==================== spi_mux_ctrl
spi_mux_ctrl/sizing.png
Drawn at 4 px/um.
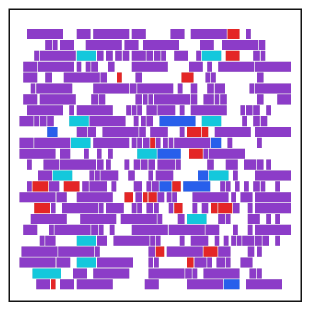

[src/rtl/spi_mux_ctrl.sv]
// SPI frame controller for the LED output mux: command byte selects a channel,
// following data bytes are streamed to out with a one-cycle out_valid strobe.
module spi_mux_ctrl #(
   parameter int NUM_CH  = 4,
   parameter int TIMEOUT = 1024
) (
   input  logic              clk,
   input  logic              reset,
   input  logic              spi_nCS,
   input  logic              spi_sck,
   input  logic              spi_mosi,
   output logic              spi_miso,
   output logic [7:0]        out,
   output logic              out_valid,
   output logic [NUM_CH-1:0] out_en,
   output logic              buffer_oe,
   output logic [2:0]        status
);

   localparam int            TW       = $clog2(TIMEOUT + 1);
   localparam logic [TW-1:0] TMAX     = TW'(TIMEOUT);
   localparam logic [2:0]    NUM_CH_W = 3'(NUM_CH);

   typedef enum logic [1:0] {S_IDLE, S_CMD, S_DATA, S_ERROR} state_t;

   state_t        state, state_nxt;
   logic          ncs_s1, ncs_s2, ncs_s3;
   logic          sck_s1, sck_s2, sck_s3;
   logic          mosi_s1, mosi_s2;
   logic          armed;
   logic [2:0]    bit_cnt, bit_cnt_nxt;
   logic [6:0]    shift, shift_nxt;
   logic [TW-1:0] tcnt, tcnt_nxt;
   logic [7:0]    miso_sh, miso_sh_nxt;
   logic [7:0]    out_nxt;
   logic          out_valid_nxt;
   logic [NUM_CH-1:0] out_en_nxt;
   logic          buffer_oe_nxt;
   logic [2:0]    status_nxt;
   logic          sck_rise, sck_fall, ncs_rise, byte_done;
   logic [7:0]    byte_val;

   // nCS stages reset low so a select held low across reset is not taken as a
   // new frame; armed only rises once nCS has been seen high after reset.
   always_ff @(posedge clk or posedge reset) begin
      if (reset) begin
         {ncs_s1, ncs_s2, ncs_s3} <= '0;
         {sck_s1, sck_s2, sck_s3} <= '0;
         {mosi_s1, mosi_s2}       <= '0;
         armed                    <= 1'b0;
      end else begin
         {ncs_s1, ncs_s2, ncs_s3} <= {spi_nCS, ncs_s1, ncs_s2};
         {sck_s1, sck_s2, sck_s3} <= {spi_sck, sck_s1, sck_s2};
         {mosi_s1, mosi_s2}       <= {spi_mosi, mosi_s1};
         if (ncs_s2)
            armed <= 1'b1;
      end
   end

   assign sck_rise  = sck_s2 & ~sck_s3;
   assign sck_fall  = ~sck_s2 & sck_s3;
   assign ncs_rise  = ncs_s2 & ~ncs_s3;
   assign byte_val  = {shift, mosi_s2};
   assign byte_done = sck_rise && (bit_cnt == 3'd7);
   assign spi_miso  = (state == S_CMD) & miso_sh[7];

   always_comb begin
      state_nxt     = state;
      bit_cnt_nxt   = bit_cnt;
      shift_nxt     = shift;
      tcnt_nxt      = tcnt;
      miso_sh_nxt   = miso_sh;
      out_nxt       = out;
      out_valid_nxt = 1'b0;
      out_en_nxt    = out_en;
      buffer_oe_nxt = buffer_oe;
      status_nxt    = status;

      if (sck_rise) begin
         shift_nxt   = byte_val[6:0];
         bit_cnt_nxt = bit_cnt + 3'd1;
      end

      case (state)
         S_IDLE: begin
            bit_cnt_nxt   = '0;
            shift_nxt     = '0;
            tcnt_nxt      = '0;
            out_en_nxt    = '0;
            buffer_oe_nxt = 1'b0;
            if (armed && !ncs_s2) begin
               state_nxt   = S_CMD;
               miso_sh_nxt = {5'b0, status};
            end
         end
         S_CMD, S_DATA: begin
            if (sck_rise)
               tcnt_nxt = '0;
            else if (tcnt >= TMAX - TW'(1)) begin
               tcnt_nxt      = TMAX;
               state_nxt     = S_ERROR;
               status_nxt[2] = 1'b1;
               out_en_nxt    = '0;
               buffer_oe_nxt = 1'b0;
            end else
               tcnt_nxt = tcnt + TW'(1);

            if (state == S_CMD) begin
               if (sck_fall)
                  miso_sh_nxt = {miso_sh[6:0], 1'b0};
               if (byte_done) begin
                  if (byte_val[7] && ({1'b0, byte_val[1:0]} < NUM_CH_W)) begin
                     state_nxt     = S_DATA;
                     out_en_nxt    = {{(NUM_CH-1){1'b0}}, 1'b1} << byte_val[1:0];
                     buffer_oe_nxt = 1'b1;
                     status_nxt[0] = 1'b1;
                     if (byte_val[6])
                        status_nxt[2:1] = 2'b00;
                  end else begin
                     state_nxt     = S_ERROR;
                     status_nxt[1] = 1'b1;
                  end
               end
            end else if (byte_done) begin
               out_nxt       = byte_val;
               out_valid_nxt = 1'b1;
            end
         end
         default: begin
            out_en_nxt    = '0;
            buffer_oe_nxt = 1'b0;
         end
      endcase

      // Deselect overrides the state decision but keeps any byte completed in
      // the same cycle; only a truly partial byte flags a framing error.
      if ((state != S_IDLE) && ncs_rise) begin
         state_nxt     = S_IDLE;
         out_en_nxt    = '0;
         buffer_oe_nxt = 1'b0;
         status_nxt[0] = 1'b0;
         if ((bit_cnt != 3'd0) && !byte_done)
            status_nxt[2] = 1'b1;
      end
   end

   always_ff @(posedge clk or posedge reset) begin
      if (reset) begin
         state     <= S_IDLE;
         bit_cnt   <= '0;
         shift     <= '0;
         tcnt      <= '0;
         miso_sh   <= '0;
         out       <= '0;
         out_valid <= 1'b0;
         out_en    <= '0;
         buffer_oe <= 1'b0;
         status    <= '0;
      end else begin
         state     <= state_nxt;
         bit_cnt   <= bit_cnt_nxt;
         shift     <= shift_nxt;
         tcnt      <= tcnt_nxt;
         miso_sh   <= miso_sh_nxt;
         out       <= out_nxt;
         out_valid <= out_valid_nxt;
         out_en    <= out_en_nxt;
         buffer_oe <= buffer_oe_nxt;
         status    <= status_nxt;
      end
   end

endmodule

[config.mk]
export PLATFORM = sky130hd
export DESIGN_NAME = spi_mux_ctrl
export DESIGN_NICKNAME = d
export VERILOG_FILES = /design/src/rtl/spi_mux_ctrl.sv
export SDC_FILE = /design/constraint.sdc
export NUM_CORES = 1
export LEC_CHECK = 0
export ABC_AREA = 1
export CAP_MARGIN = 25
export CORE_MARGIN = 2
export CORE_UTILIZATION = 55
export DETAILED_ROUTE_END_ITERATION = 16
export PLACE_DENSITY_LB_ADDON = 0.08
export SYNTH_ARGS = -nofsm -noshare
export SYNTH_HDL_FRONTEND = slang
export SYNTH_SLANG_ARGS = --single-unit
[constraint.sdc]
create_clock -name clk -period 2.2 [get_ports clk]
set_input_delay 0.44 -clock clk [delete_from_list [all_inputs] [get_ports clk]]
set_output_delay 0.44 -clock clk [all_outputs]
set_load 0.01 [all_outputs]
==================== vga_axil_regs
**config.mk**
```make
export PLATFORM = sky130hd
export DESIGN_NAME = vga_axil_regs
export DESIGN_NICKNAME = d
export VERILOG_FILES = /design/src/rtl/vga_axil_regs.sv
export SDC_FILE = /design/constraint.sdc
export NUM_CORES = 1
export LEC_CHECK = 0
export CAP_MARGIN = 20
export CORE_ASPECT_RATIO = 0.9
export CORE_MARGIN = 3
export CORE_UTILIZATION = 40
export DETAILED_ROUTE_END_ITERATION = 12
export GPL_ROUTABILITY_DRIVEN = 1
export HOLD_SLACK_MARGIN = 0.15
export PLACE_DENSITY = 0.7
export SYNTH_ARGS = -nofsm -noshare
export SYNTH_HDL_FRONTEND = slang
export SYNTH_SLANG_ARGS = --single-unit
```
**constraint.sdc**
```tcl
create_clock -name clk -period 4.9 [get_ports clk]
set_clock_uncertainty 0.15 [all_clocks]
set_input_delay 0.735 -clock clk [delete_from_list [all_inputs] [get_ports clk]]
set_output_delay 0.735 -clock clk [all_outputs]
set_load 0.01 [all_outputs]
```
**src/rtl/vga_axil_regs.sv**
```systemverilog
// AXI-Lite register slave for the VGA controller: CTRL/BG/FG rw registers
// plus a read-only live STATUS word, with independent write and read FSMs.
module vga_axil_regs #(
  parameter int ADDR_W = 32,
  parameter int DATA_W = 32
) (
  input  logic                clk,
  input  logic                rst,
  input  logic [ADDR_W-1:0]   awaddr,
  input  logic                awvalid,
  output logic                awready,
  input  logic [DATA_W-1:0]   wdata,
  input  logic [DATA_W/8-1:0] wstrb,
  input  logic                wvalid,
  output logic                wready,
  output logic [1:0]          bresp,
  output logic                bvalid,
  input  logic                bready,
  input  logic [ADDR_W-1:0]   araddr,
  input  logic                arvalid,
  output logic                arready,
  output logic [DATA_W-1:0]   rdata,
  output logic [1:0]          rresp,
  output logic                rvalid,
  input  logic                rready,
  output logic [DATA_W-1:0]   ctrl_o,
  output logic [DATA_W-1:0]   bg_color_o,
  output logic [DATA_W-1:0]   fg_color_o,
  input  logic [DATA_W-1:0]   status_i
);
  localparam int STRB_W = DATA_W / 8;
  localparam logic [1:0] RESP_OKAY   = 2'b00;
  localparam logic [1:0] RESP_SLVERR = 2'b10;

  typedef enum logic { W_IDLE, W_RESP } w_state_t;
  typedef enum logic { R_IDLE, R_DATA } r_state_t;

  w_state_t w_state, w_state_n;
  r_state_t r_state, r_state_n;

  logic [2:0][DATA_W-1:0] cfg;
  logic                   aw_held, w_held;
  logic [ADDR_W-1:0]      aw_addr_q;
  logic [DATA_W-1:0]      wdata_q;
  logic [STRB_W-1:0]      wstrb_q;

  logic                   aw_fire, w_fire, commit, wr_err;
  logic [ADDR_W-1:0]      wr_addr;
  logic [DATA_W-1:0]      wr_data, wr_cur, wr_merged;
  logic [STRB_W-1:0]      wr_strb;

  logic                   ar_fire, rd_oor;
  logic [DATA_W-1:0]      rd_val;
  logic                   unused_addr_lsb;

  assign ctrl_o     = cfg[0];
  assign bg_color_o = cfg[1];
  assign fg_color_o = cfg[2];

  // Byte offset within a word carries no meaning in this map.
  assign unused_addr_lsb = ^{wr_addr[1:0], araddr[1:0]};

  // A channel already captured uses its held copy; otherwise the live bus.
  always_comb begin
    aw_fire   = awready && awvalid;
    w_fire    = wready && wvalid;
    wr_addr   = aw_held ? aw_addr_q : awaddr;
    wr_data   = w_held ? wdata_q : wdata;
    wr_strb   = w_held ? wstrb_q : wstrb;
    wr_err    = (|wr_addr[ADDR_W-1:4]) || (wr_addr[3:2] == 2'd3);
    commit    = (w_state == W_IDLE) && (aw_held || aw_fire) && (w_held || w_fire);
    wr_cur    = '0;
    wr_merged = '0;
    case (wr_addr[3:2])
      2'd0:    wr_cur = cfg[0];
      2'd1:    wr_cur = cfg[1];
      2'd2:    wr_cur = cfg[2];
      default: wr_cur = '0;
    endcase
    for (int b = 0; b < STRB_W; b++)
      wr_merged[8*b +: 8] = wr_strb[b] ? wr_data[8*b +: 8] : wr_cur[8*b +: 8];
  end

  always_comb begin
    w_state_n = w_state;
    case (w_state)
      W_IDLE:  if (commit) w_state_n = W_RESP;
      W_RESP:  if (bvalid && bready) w_state_n = W_IDLE;
      default: w_state_n = W_IDLE;
    endcase
  end

  always_ff @(posedge clk) begin
    if (rst) begin
      w_state   <= W_IDLE;
      cfg       <= '0;
      aw_held   <= 1'b0;
      w_held    <= 1'b0;
      aw_addr_q <= '0;
      wdata_q   <= '0;
      wstrb_q   <= '0;
      awready   <= 1'b1;
      wready    <= 1'b1;
      bvalid    <= 1'b0;
      bresp     <= RESP_OKAY;
    end else begin
      w_state <= w_state_n;
      if (commit) begin
        if (!wr_err) begin
          case (wr_addr[3:2])
            2'd0:    cfg[0] <= wr_merged;
            2'd1:    cfg[1] <= wr_merged;
            2'd2:    cfg[2] <= wr_merged;
            default: ;
          endcase
        end
        bresp   <= wr_err ? RESP_SLVERR : RESP_OKAY;
        bvalid  <= 1'b1;
        awready <= 1'b0;
        wready  <= 1'b0;
        aw_held <= 1'b0;
        w_held  <= 1'b0;
      end else if (w_state == W_IDLE) begin
        if (aw_fire) begin
          aw_held   <= 1'b1;
          aw_addr_q <= awaddr;
          awready   <= 1'b0;
        end
        if (w_fire) begin
          w_held  <= 1'b1;
          wdata_q <= wdata;
          wstrb_q <= wstrb;
          wready  <= 1'b0;
        end
      end else if (bvalid && bready) begin
        bvalid  <= 1'b0;
        awready <= 1'b1;
        wready  <= 1'b1;
      end
    end
  end

  // Reads see registers before any commit on the same edge.
  always_comb begin
    ar_fire = arready && arvalid;
    rd_oor  = |araddr[ADDR_W-1:4];
    rd_val  = '0;
    if (!rd_oor) begin
      case (araddr[3:2])
        2'd0:    rd_val = cfg[0];
        2'd1:    rd_val = cfg[1];
        2'd2:    rd_val = cfg[2];
        default: rd_val = status_i;
      endcase
    end
  end

  always_comb begin
    r_state_n = r_state;
    case (r_state)
      R_IDLE:  if (ar_fire) r_state_n = R_DATA;
      R_DATA:  if (rready) r_state_n = R_IDLE;
      default: r_state_n = R_IDLE;
    endcase
  end

  always_ff @(posedge clk) begin
    if (rst) begin
      r_state <= R_IDLE;
      arready <= 1'b1;
      rvalid  <= 1'b0;
      rdata   <= '0;
      rresp   <= RESP_OKAY;
    end else begin
      r_state <= r_state_n;
      if (ar_fire) begin
        rdata   <= rd_val;
        rresp   <= rd_oor ? RESP_SLVERR : RESP_OKAY;
        rvalid  <= 1'b1;
        arready <= 1'b0;
      end else if (rvalid && rready) begin
        rvalid  <= 1'b0;
        arready <= 1'b1;
      end
    end
  end
endmodule

```
==================== uart_rx
### config.mk
export PLATFORM = sky130hd
export DESIGN_NAME = uart_rx
export DESIGN_NICKNAME = d
export VERILOG_FILES = /design/src/rtl/uart_rx.sv
export SDC_FILE = /design/constraint.sdc
export NUM_CORES = 1
export LEC_CHECK = 0
export CAP_MARGIN = 20
export CORE_MARGIN = 5
export CORE_UTILIZATION = 54
export DETAILED_ROUTE_END_ITERATION = 6
export PLACE_DENSITY = 0.77
export SLEW_MARGIN = 15
export SYNTH_ARGS = -nofsm -noshare
export SYNTH_HDL_FRONTEND = slang
export SYNTH_SLANG_ARGS = --single-unit
### constraint.sdc
create_clock -name clk -period 1.7 [get_ports clk]
set_input_delay 0.34 -clock clk [delete_from_list [all_inputs] [get_ports clk]]
set_output_delay 0.34 -clock clk [all_outputs]
set_load 0.1 [all_outputs]
### src/rtl/uart_rx.sv
// 8N1 UART receiver, mid-bit sampling at CLK_PER_BAUD clocks per bit.
// Define UART_RX_PARITY_EN to expect an even-parity bit after data bit 7.
module uart_rx #(
    parameter int CLK_PER_BAUD = 4
) (
    input  logic       clk,
    input  logic       rst,
    input  logic       rx,
    output logic [7:0] rx_byte,
    output logic       rx_valid,
    output logic       frame_err,
    output logic       parity_err,
    output logic       busy
);

    localparam int HALF = CLK_PER_BAUD / 2;
    localparam int CW   = $clog2(CLK_PER_BAUD);

    localparam logic [CW-1:0] CNT_LAST = CW'(CLK_PER_BAUD - 1);
    localparam logic [CW-1:0] CNT_HALF = CW'(HALF - 1);

    localparam logic [2:0] IDLE   = 3'd0;
    localparam logic [2:0] START  = 3'd1;
    localparam logic [2:0] DATA   = 3'd2;
    localparam logic [2:0] STOP   = 3'd3;
    localparam logic [2:0] BREAK  = 3'd4;
`ifdef UART_RX_PARITY_EN
    localparam logic [2:0] PARITY = 3'd5;
    logic                  par_bit;
`endif

    logic          rx_m;
    logic          rx_s;
    logic [2:0]    state;
    logic [CW-1:0] cnt;
    logic [2:0]    bit_idx;
    logic [7:0]    shift;

    always_ff @(posedge clk or posedge rst) begin
        if (rst) begin
            rx_m <= 1'b1;
            rx_s <= 1'b1;
        end else begin
            rx_m <= rx;
            rx_s <= rx_m;
        end
    end

    assign busy = (state != IDLE);

    always_ff @(posedge clk or posedge rst) begin
        if (rst) begin
            state     <= IDLE;
            cnt       <= '0;
            bit_idx   <= 3'd0;
            shift     <= 8'h00;
            rx_byte   <= 8'h00;
            rx_valid  <= 1'b0;
            frame_err <= 1'b0;
`ifdef UART_RX_PARITY_EN
            par_bit    <= 1'b0;
            parity_err <= 1'b0;
`endif
        end else begin
            rx_valid  <= 1'b0;
            frame_err <= 1'b0;
`ifdef UART_RX_PARITY_EN
            parity_err <= 1'b0;
`endif
            case (state)
                IDLE: begin
                    if (!rx_s) begin
                        state <= START;
                        cnt   <= '0;
                    end
                end
                START: begin
                    if (cnt == CNT_HALF) begin
                        cnt     <= '0;
                        bit_idx <= 3'd0;
                        // a start bit gone high by mid-bit was a glitch
                        state   <= rx_s ? IDLE : DATA;
                    end else begin
                        cnt <= cnt + 1'b1;
                    end
                end
                DATA: begin
                    if (cnt == CNT_LAST) begin
                        shift   <= {rx_s, shift[7:1]};
                        cnt     <= '0;
                        bit_idx <= bit_idx + 1'b1;
                        if (bit_idx == 3'd7) begin
`ifdef UART_RX_PARITY_EN
                            state <= PARITY;
`else
                            state <= STOP;
`endif
                        end
                    end else begin
                        cnt <= cnt + 1'b1;
                    end
                end
`ifdef UART_RX_PARITY_EN
                PARITY: begin
                    if (cnt == CNT_LAST) begin
                        par_bit <= rx_s;
                        cnt     <= '0;
                        state   <= STOP;
                    end else begin
                        cnt <= cnt + 1'b1;
                    end
                end
`endif
                STOP: begin
                    if (cnt == CNT_LAST) begin
                        cnt <= '0;
                        if (rx_s) begin
                            state <= IDLE;
`ifdef UART_RX_PARITY_EN
                            if (^shift ^ par_bit) begin
                                parity_err <= 1'b1;
                            end else begin
                                rx_byte  <= shift;
                                rx_valid <= 1'b1;
                            end
`else
                            rx_byte  <= shift;
                            rx_valid <= 1'b1;
`endif
                        end else begin
                            frame_err <= 1'b1;
                            state     <= BREAK;
                        end
                    end else begin
                        cnt <= cnt + 1'b1;
                    end
                end
                BREAK: begin
                    if (rx_s) begin
                        state <= IDLE;
                    end
                end
                default: state <= IDLE;
            endcase
        end
    end

`ifndef UART_RX_PARITY_EN
    assign parity_err = 1'b0;
`endif

endmodule

==================== id_ex_stage
## config.mk

```make
export PLATFORM = sky130hd
export DESIGN_NAME = id_ex_stage
export DESIGN_NICKNAME = d
export VERILOG_FILES = /design/src/rtl/pipeline_pkg.sv /design/src/rtl/id_ex_stage_hazard_detect.sv /design/src/rtl/id_ex_stage.sv
export SDC_FILE = /design/constraint.sdc
export NUM_CORES = 1
export LEC_CHECK = 0
export CAP_MARGIN = 20
export CORE_MARGIN = 8
export CORE_UTILIZATION = 39
export CTS_CLUSTER_DIAMETER = 100
export DETAILED_ROUTE_END_ITERATION = 10
export PLACE_DENSITY = 0.89
export SLEW_MARGIN = 25
export SYNTH_ARGS = -nofsm -noshare
export SYNTH_HDL_FRONTEND = slang
export SYNTH_HIERARCHICAL = 1
export SYNTH_SLANG_ARGS = --single-unit
```

## constraint.sdc

```tcl
create_clock -name clk -period 12.95 [get_ports clk]
set_input_delay 1.9425 -clock clk [delete_from_list [all_inputs] [get_ports clk]]
set_output_delay 1.9425 -clock clk [all_outputs]
set_load 0.01 [all_outputs]
```

## src/rtl/pipeline_pkg.sv

```systemverilog
// Shared pipeline definitions: control-bundle bit positions, default widths,
// debug counter width and small helpers used across pipeline stages.
// No logic, no latency, no backpressure of its own.
package pipeline_pkg;

  // Default datapath geometry
  localparam int WIDTH_B_DEF = 32;   // data / PC width
  localparam int ADDR_B_DEF  = 5;    // register specifier width
  localparam int CTRL_W_DEF  = 8;    // control bundle width

  // Control bundle bit positions; bits above CTRL_MEMREAD are reserved
  localparam int CTRL_REGWRITE = 0;
  localparam int CTRL_MEMREAD  = 1;

  // Width of the debug stall counter
  localparam int STALL_CNT_W = 16;

  // What the ID/EX register does at the next rising edge
  typedef enum logic [1:0] {
    UPD_LOAD   = 2'd0,  // capture the ID stage
    UPD_BUBBLE = 2'd1,  // kill the EX slot, keep datapath fields
    UPD_RESET  = 2'd2   // clear everything
  } upd_e;

  // Saturating increment for the stall counter
  function automatic logic [STALL_CNT_W-1:0] sat_inc(input logic [STALL_CNT_W-1:0] v);
    logic [STALL_CNT_W-1:0] r;
    r = v;
    if (v != {STALL_CNT_W{1'b1}}) begin
      r = v + 1'b1;
    end
    return r;
  endfunction

endpackage

```

## src/rtl/id_ex_stage_hazard_detect.sv

```systemverilog
// Load-use hazard detector between the ID instruction and the load in EX.
// Latency: purely combinational, zero cycles.
// Backpressure: stall_out holds PC and IF/ID; a flush suppresses it.
//
// Ports:
//   id_valid, id_rs, id_rt      : instruction currently in ID
//   ex_valid, ex_rt, ex_ctrl    : instruction currently in EX
//   flush                       : branch squash, wins over the stall
//   stall_out                   : hold upstream this cycle
module hazard_detect
  import pipeline_pkg::*;
#(
  parameter int Addr_B = ADDR_B_DEF,
  parameter int CTRL_W = CTRL_W_DEF
) (
  input  logic              id_valid,
  input  logic [Addr_B-1:0] id_rs,
  input  logic [Addr_B-1:0] id_rt,
  input  logic              ex_valid,
  input  logic [Addr_B-1:0] ex_rt,
  input  logic [CTRL_W-1:0] ex_ctrl,
  input  logic              flush,
  output logic              stall_out
);

  logic ex_is_load;
  logic rt_nonzero;
  logic src_match;
  logic hazard;

  assign ex_is_load = ex_valid & ex_ctrl[CTRL_MEMREAD];
  // r0 is hardwired to zero, so a load targeting it never creates a dependency
  assign rt_nonzero = (ex_rt != '0);
  assign src_match  = (ex_rt == id_rs) | (ex_rt == id_rt);

  assign hazard    = id_valid & ex_is_load & rt_nonzero & src_match;
  // A squashed ID instruction must not freeze the front end
  assign stall_out = hazard & ~flush;

endmodule

```

## src/rtl/id_ex_stage.sv

```systemverilog
// ID/EX pipeline register with load-use stall and optional write-back bypass.
// Latency: one cycle from id_* to ex_*.
// Backpressure: stall_out (combinational) holds PC and IF/ID; EX gets a bubble.
//
// Ports:
//   clk, rst              : clock, synchronous active-high reset
//   id_*                  : decoded instruction from ID
//   flush                 : branch-taken squash from EX
//   wb_we/wb_addr/wb_data : register-file write port (bypassed when
//                           ID_WB_BYPASS_EN is defined, otherwise unused)
//   ex_*                  : registered ID/EX contents
//   stall_out             : load-use stall request
//   stall_cnt             : saturating count of stall cycles (debug)
//
// Build option: define ID_WB_BYPASS_EN to forward a same-cycle write-back
// into ex_a / ex_b.
module id_ex_stage
  import pipeline_pkg::*;
#(
  parameter int width_B = WIDTH_B_DEF,
  parameter int Addr_B  = ADDR_B_DEF,
  parameter int CTRL_W  = CTRL_W_DEF
) (
  input  logic                   clk,
  input  logic                   rst,
  // ID stage
  input  logic                   id_valid,
  input  logic [width_B-1:0]     id_pc,
  input  logic [Addr_B-1:0]      id_rs,
  input  logic [Addr_B-1:0]      id_rt,
  input  logic [Addr_B-1:0]      id_rd,
  input  logic [width_B-1:0]     id_rd1,
  input  logic [width_B-1:0]     id_rd2,
  input  logic [width_B-1:0]     id_imm,
  input  logic [CTRL_W-1:0]      id_ctrl,
  // squash and write-back
  input  logic                   flush,
  input  logic                   wb_we,
  input  logic [Addr_B-1:0]      wb_addr,
  input  logic [width_B-1:0]     wb_data,
  // EX stage
  output logic                   ex_valid,
  output logic [width_B-1:0]     ex_pc,
  output logic [width_B-1:0]     ex_a,
  output logic [width_B-1:0]     ex_b,
  output logic [width_B-1:0]     ex_imm,
  output logic [Addr_B-1:0]      ex_rs,
  output logic [Addr_B-1:0]      ex_rt,
  output logic [Addr_B-1:0]      ex_rd,
  output logic [CTRL_W-1:0]      ex_ctrl,
  // stall
  output logic                   stall_out,
  output logic [STALL_CNT_W-1:0] stall_cnt
);

  upd_e                   upd;
  logic [width_B-1:0]     opa;
  logic [width_B-1:0]     opb;
  logic [STALL_CNT_W-1:0] stall_cnt_q;

  hazard_detect #(
    .Addr_B (Addr_B),
    .CTRL_W (CTRL_W)
  ) u_hazard (
    .id_valid  (id_valid),
    .id_rs     (id_rs),
    .id_rt     (id_rt),
    .ex_valid  (ex_valid),
    .ex_rt     (ex_rt),
    .ex_ctrl   (ex_ctrl),
    .flush     (flush),
    .stall_out (stall_out)
  );

  // Operand selection
`ifdef ID_WB_BYPASS_EN
  // The register file reads before it writes, so a write landing this cycle
  // would otherwise hand EX the stale value.
  always_comb begin
    opa = id_rd1;
    opb = id_rd2;
    if (wb_we && (wb_addr != '0) && (wb_addr == id_rs)) begin
      opa = wb_data;
    end
    if (wb_we && (wb_addr != '0) && (wb_addr == id_rt)) begin
      opb = wb_data;
    end
  end
`else
  assign opa = id_rd1;
  assign opb = id_rd2;

  logic wb_unused;
  assign wb_unused = ^{wb_we, wb_addr, wb_data};
`endif

  // Update priority: reset, then flush or stall (both bubble), then load
  always_comb begin
    upd = UPD_LOAD;
    if (rst) begin
      upd = UPD_RESET;
    end else if (flush || stall_out) begin
      upd = UPD_BUBBLE;
    end
  end

  always_ff @(posedge clk) begin
    case (upd)
      UPD_RESET: begin
        ex_valid <= 1'b0;
        ex_pc    <= '0;
        ex_a     <= '0;
        ex_b     <= '0;
        ex_imm   <= '0;
        ex_rs    <= '0;
        ex_rt    <= '0;
        ex_rd    <= '0;
        ex_ctrl  <= '0;
      end
      UPD_BUBBLE: begin
        // Only validity and control are killed; the datapath fields are
        // held, which saves enables on the wide registers.
        ex_valid <= 1'b0;
        ex_ctrl  <= '0;
      end
      default: begin
        ex_valid <= id_valid;
        ex_pc    <= id_pc;
        ex_a     <= opa;
        ex_b     <= opb;
        ex_imm   <= id_imm;
        ex_rs    <= id_rs;
        ex_rt    <= id_rt;
        ex_rd    <= id_rd;
        ex_ctrl  <= id_ctrl;
      end
    endcase
  end

  // Stall counter: cleared only by reset, saturates instead of wrapping
  always_ff @(posedge clk) begin
    if (rst) begin
      stall_cnt_q <= '0;
    end else if (stall_out) begin
      stall_cnt_q <= sat_inc(stall_cnt_q);
    end
  end

  assign stall_cnt = stall_cnt_q;

endmodule
```

vga_axil_regs/gates.png
Drawn at 2 px/um.
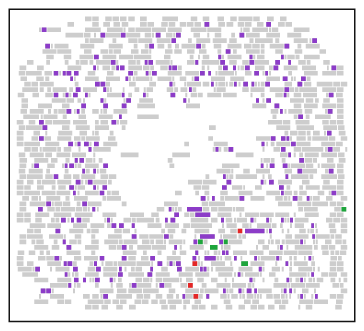
family	color	cells
non-inverting ao/oa cells	red	4
and/or cells	green	5
aoi and oai cells	purple	241

==> impl_metrics.env, vga_axil_regs <==
# implementation run metrics
export IMPL_outcome="finished clean"
export IMPL_drc_viols=0
export IMPL_power_frac_clock_pct=44.0
export IMPL_power_mw=4.21
export IMPL_switching_power_summed_over_all_nets_mw=1.08
export IMPL_numSynthFlops=204
export IMPL_place_detailed_instances=1564
export IMPL_reg_to_reg_critical_path_startpoint="aw_held$_SDFFE_PP0P_"
export IMPL_worst_setup_path_end_kind="flip-flop"
export IMPL_sequential_cell_total=204
export IMPL_syn_instance_count=1062
export IMPL_hold_ws_ns=0.304
export IMPL_fillCellCount=2133
export IMPL_netlist_top_cell_by_area="dfxtp_1"
export IMPL_vias=8662
export IMPL_ys_async_sr_fraction_pct=0
export IMPL_yosys_cell_types_count=39
export IMPL_cts_clk_slew_worst_paths_ns=0.06
export IMPL_wl_met1_mm=13.1
vga_axil_regs: kinds of logic after synthesis:
family                     count (synthesis)  share of synthesized area [%]
and+or+nand+nor                          378                           18.7
AOI/OAI and AO/OA                        245                           16.3
DFF                                      204                           41.2
muxes                                    134                           18.8
buffers and inverters                     96                           4.52
adders and majority gates                  4                          0.505
other                                      1                         0.0378
vga_axil_regs: flip-flops by register name, summed over array words and instances (netlist names), 4 cells and up:
signal	flops
wdata_q	32
ctrl_o	32
fg_color_o	32
wstrb_q	4
aw_addr_q	30
bg_color_o	32
rdata	32
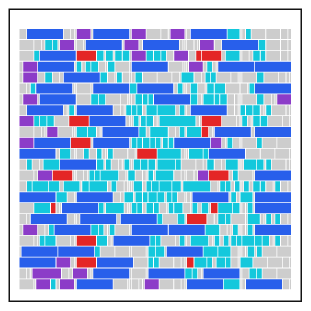
spi_mux_ctrl/class_map.png
Drawn at 4 px/um. Fill, decap, tap and diode cells in gray.
class	color	cells	share of their area
registers	blue	57	48%
remaining buffers and delay cells	purple	26	8.7%
remaining logic cells	cyan	204	38%
clock drivers and dummy loads	red	16	5.8%

Notes on spi_mux_ctrl/sizing.png above:
size	color	cells	share
x6 and larger	cyan	12	4.0%
x2	red	22	7.3%
x1 and smaller	purple	261	86%
x3 and x4	blue	8	2.6%

==> impl_metrics.env, spi_mux_ctrl <==
# implementation run metrics
export IMPL_outcome="finished clean"
export IMPL_ctsRootBufferMaster="clkbuf_8"
export IMPL_cp_cell_sequence="inv_2 -> ha_4 -> nand2_1 -> inv_1 -> clkdlybuf4s50_1"
export IMPL_fp_row_count=24
export IMPL_initial_antenna_violation_count=0
export IMPL_unrepaired_setup_endpoints_after_global_routing="false"
export IMPL_comb_pwr_uw=721
export IMPL_hold_violations=0
export IMPL_tritoncts="yes"
export IMPL_timing_hold_worst_start="mosi_s1$_DFF_PP0_"
export IMPL_timing_final_ws_setup_ns=0.0825
export IMPL_yosys_cell_types_count=32
export IMPL_layout_top_cell_excl_fill_tap="dfrtp_1"
export IMPL_residual_overflow_from_global_routing=0
export IMPL_place_detailed_instances=339
export IMPL_totalNegativeSetupSlack_ns=0
export IMPL_viasPerCell=5.25
## spi_mux_ctrl: cell type report
class	count	area, um2	area share, %
clock inverters	3	15.0	0.489
multi-input cells	163	986	32.1
flip-flops and latches	57	1430	46.5
clock buffers	13	159	5.18
well taps	52	65.1	2.12
repair buffers	26	263	8.56
inverters	41	154	5.02
## spi_mux_ctrl: worst max-delay path, delay by kind of cell, from the launching register on
family	cells	cell delay, ns
DFF	1	0.43
and+or+nand+nor	1	0.06
adders and majority gates	1	0.18
buffers and inverters	3	0.69
id_ex_stage/congestion_map.png
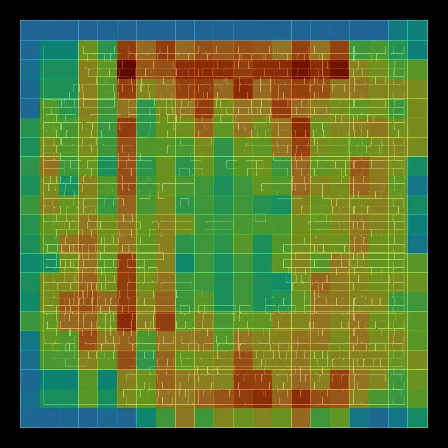
GR Util met1: 19.2%
met3 usage: 6.44%
Total Routing Usage GR: 18.3%

id_ex_stage/sizing.png
Drawn at 2 px/um.
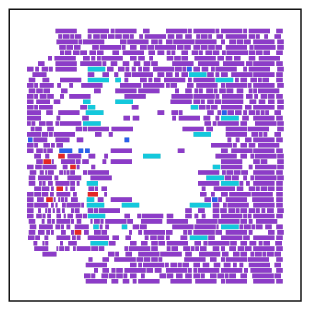
size	color	cells	share
x1 and smaller	purple	737	94%
x2	red	7	0.90%
x3 and x4	blue	8	1.0%
x6 and larger	cyan	28	3.6%
post-route setup slack: 6.55 ns
Synth-to-Final Area Change: 62.5%
post-layout instance area: 10600 um2
layout buffer count excluding clock buffers: 326

==> impl_metrics.env, id_ex_stage <==
# implementation run metrics
export IMPL_outcome="finished clean"
export IMPL_switching_power_summed_over_all_nets_uw=319
export IMPL_worst_tran_pin_value_ns=0.970
export IMPL_synth_seq_share_pct=73.7
export IMPL_wl_per_cell_um=19.5
export IMPL_setup_violations_final=0
export IMPL_cp_endpoint="stall_out"
export IMPL_grt_first_pass_wirelength_mm=29.6
export IMPL_fraction_of_layout_cells_with_a_size_suffix_above_1_pct=5.51
export IMPL_comb_pwr_uw=198
export IMPL_ff_type="edfxtp_1"
export IMPL_reg_to_reg_critical_path_startpoint="ex_rt[2]$_SDFFCE_PN0P_"
export IMPL_finish_net_count=961
export IMPL_die_outline_area_um2=21100
export IMPL_top_layer="met4"
export IMPL_crit_path_start_kind="input pin"
export IMPL_power_switching_share_pct=23.3
export IMPL_setup_worst_path_start="id_rs[2]"
export IMPL_route_met2_wl_mm=10.3
-- id_ex_stage: final cells by class --
| cell class | count | area [um2] | share of cell area [%] |
|---|---|---|---|
| sequential | 168 | 4790 | 45.3 |
| timing repair buffer | 326 | 3250 | 30.8 |
| multi-input combinational | 253 | 1640 | 15.5 |
| clock buffer | 17 | 425 | 4.02 |
| tap | 220 | 275 | 2.60 |
| clock inverter | 15 | 186 | 1.76 |
| inverter | 1 | 3.75 | 0.0355 |
uart_rx/sizing.png
Drawn at 6 px/um.
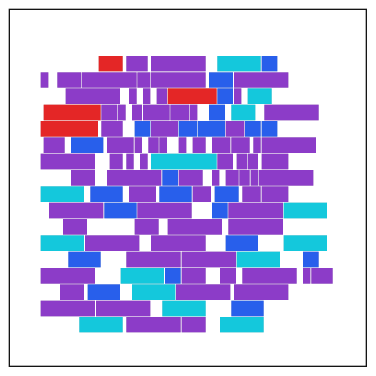
size	color	cells	share
x6 and larger	cyan	14	12%
x2	red	4	3.4%
x3 and x4	blue	22	19%
x1 and smaller	purple	78	66%

uart_rx/class_map.png
Drawn at 6 px/um. Fill, decap, tap and diode cells in gray.
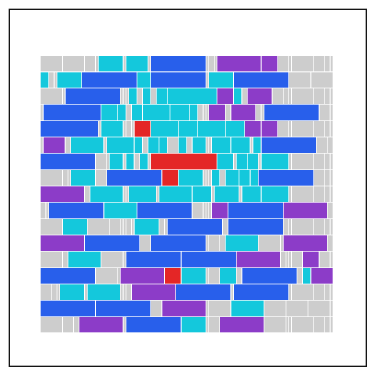
class	color	cells	share of their area
remaining logic cells	cyan	64	35%
remaining buffers and delay cells	purple	22	19%
registers	blue	28	43%
clock drivers and dummy loads	red	4	3.2%

==> impl_metrics.env, uart_rx <==
# implementation run metrics
export IMPL_post_synth_cell_area_avg_um2=13.4
export IMPL_logic_gate_count=60
export IMPL_seq_cell_share_pct=42.0
export IMPL_failing_checks="negative setup slack"
export IMPL_core_area_um2=2250
export IMPL_post_route_util_pct=74.3
export IMPL_cts_made_buffers=3
export IMPL_ir_drop_uv=1050
export IMPL_totalNegativeSetupSlack_ns=-0.0686
export IMPL_timing_final_ws_setup_ns=-0.0686
export IMPL_setup_violations_final=1
export IMPL_layout_area_comb_um2=554
export IMPL_outcome="complete, but fails checks"
export IMPL_htree_levels=1
export IMPL_pre_cts_ws_ns=0.0707
## uart_rx: cell usage in the layout (no fill, tap or decap), types with 2 or more instances in the layout
master           netlist  layout
nor2_1                 4       4
dfrtp_1               26      26
mux2_1                 8       8
clkdlybuf4s50_1        0       2
buf_6                  0       2
nand2_1                6       6
inv_1                  4       4
buf_4                  2       7
clkbuf_4               0       3
ha_1                   6       6
buf_12                 0      11
a21oi_1                5       5
nor3b_1                2       2
nor2b_1                3       3
mux2_4                 8       8
o311ai_0               2       2
dfstp_2                2       2

==> gallery <==
Metal 3.
Plate I
Drawn at 6 px/um.
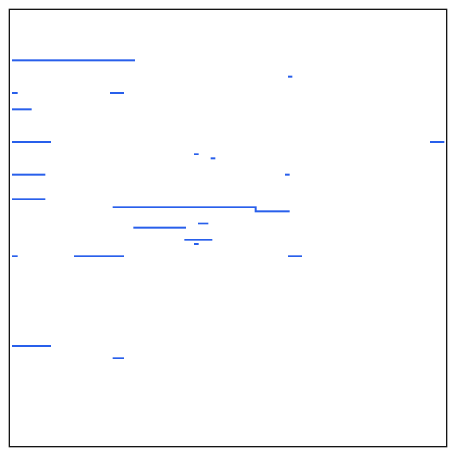
Plate II
Drawn at 8 px/um.
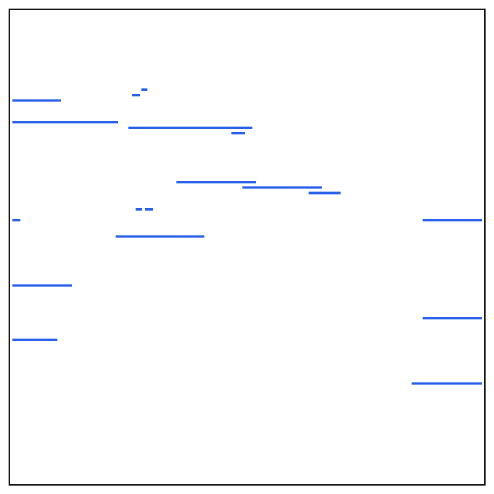
Plate III
Drawn at 3 px/um.
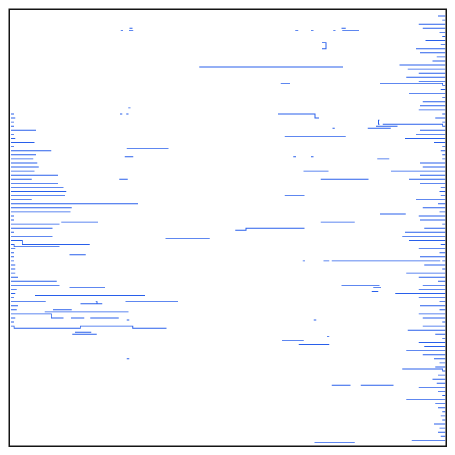
Plate IV
Drawn at 3 px/um.
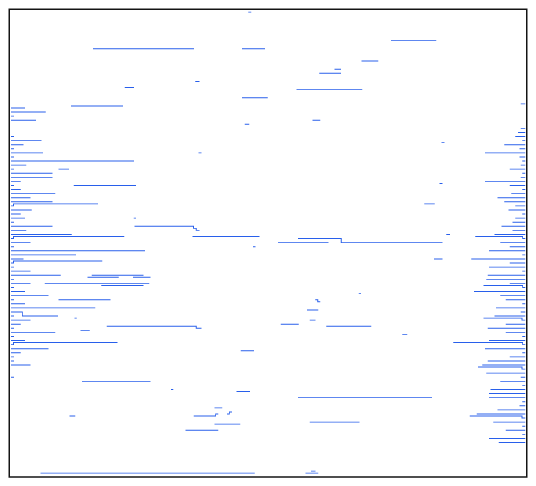
The one with the largest die is Plate IV.
The one with the smallest die is Plate II.
| from | picture |
|---|---|
| id_ex_stage | Plate III |
| uart_rx | Plate II |
| vga_axil_regs | Plate IV |
| spi_mux_ctrl | Plate I |



==> layout pictures side by side <==
Gate families picked out.
(a)
Drawn at 6 px/um.
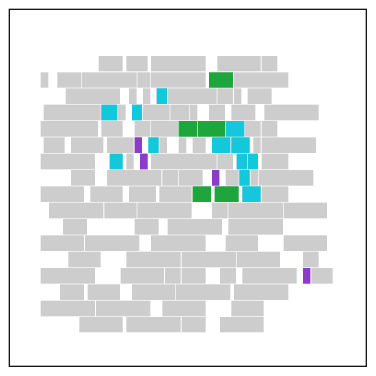
(b)
Drawn at 2 px/um.
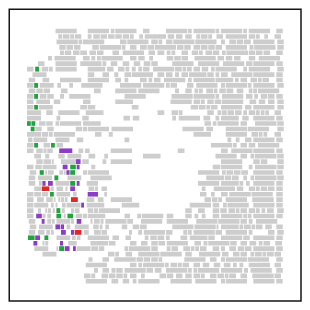
(c)
Drawn at 4 px/um.
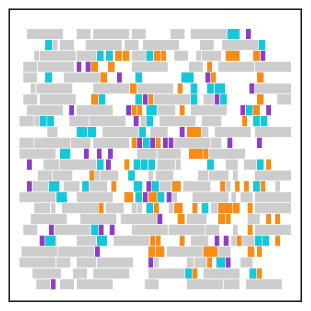
The one with the largest die is (b).
The one with the fewest cells is (a).
For spi_mux_ctrl, see (c).
For id_ex_stage, see (b).
For uart_rx, see (a).

Key to (b):
family	color	cells
and/or cells	green	21
aoi and oai cells	purple	23
non-inverting ao/oa cells	red	3


==> gallery <==
Routing congestion.
panel A
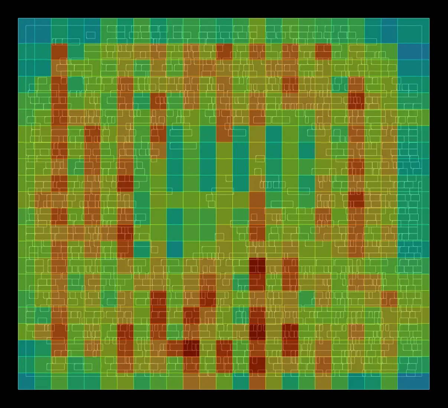
panel B
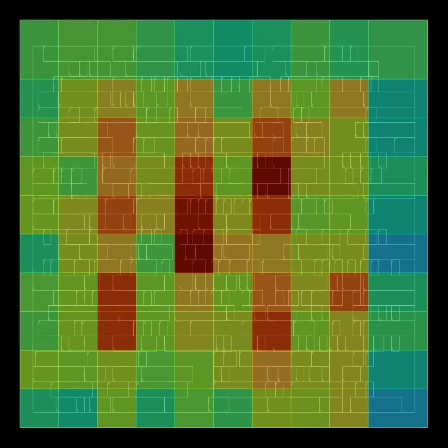
panel C
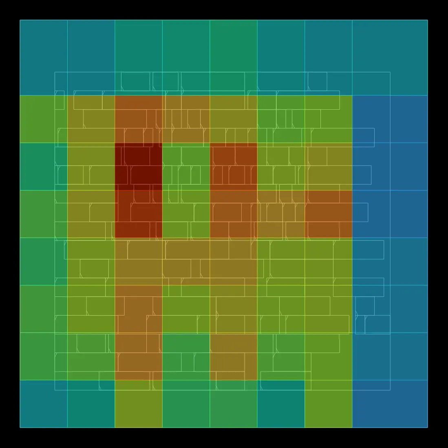
Panel A comes from vga_axil_regs.
Panel C comes from uart_rx.
Panel B comes from spi_mux_ctrl.
Of these, lowest utilization: panel A
Of these, least wire per cell: panel B

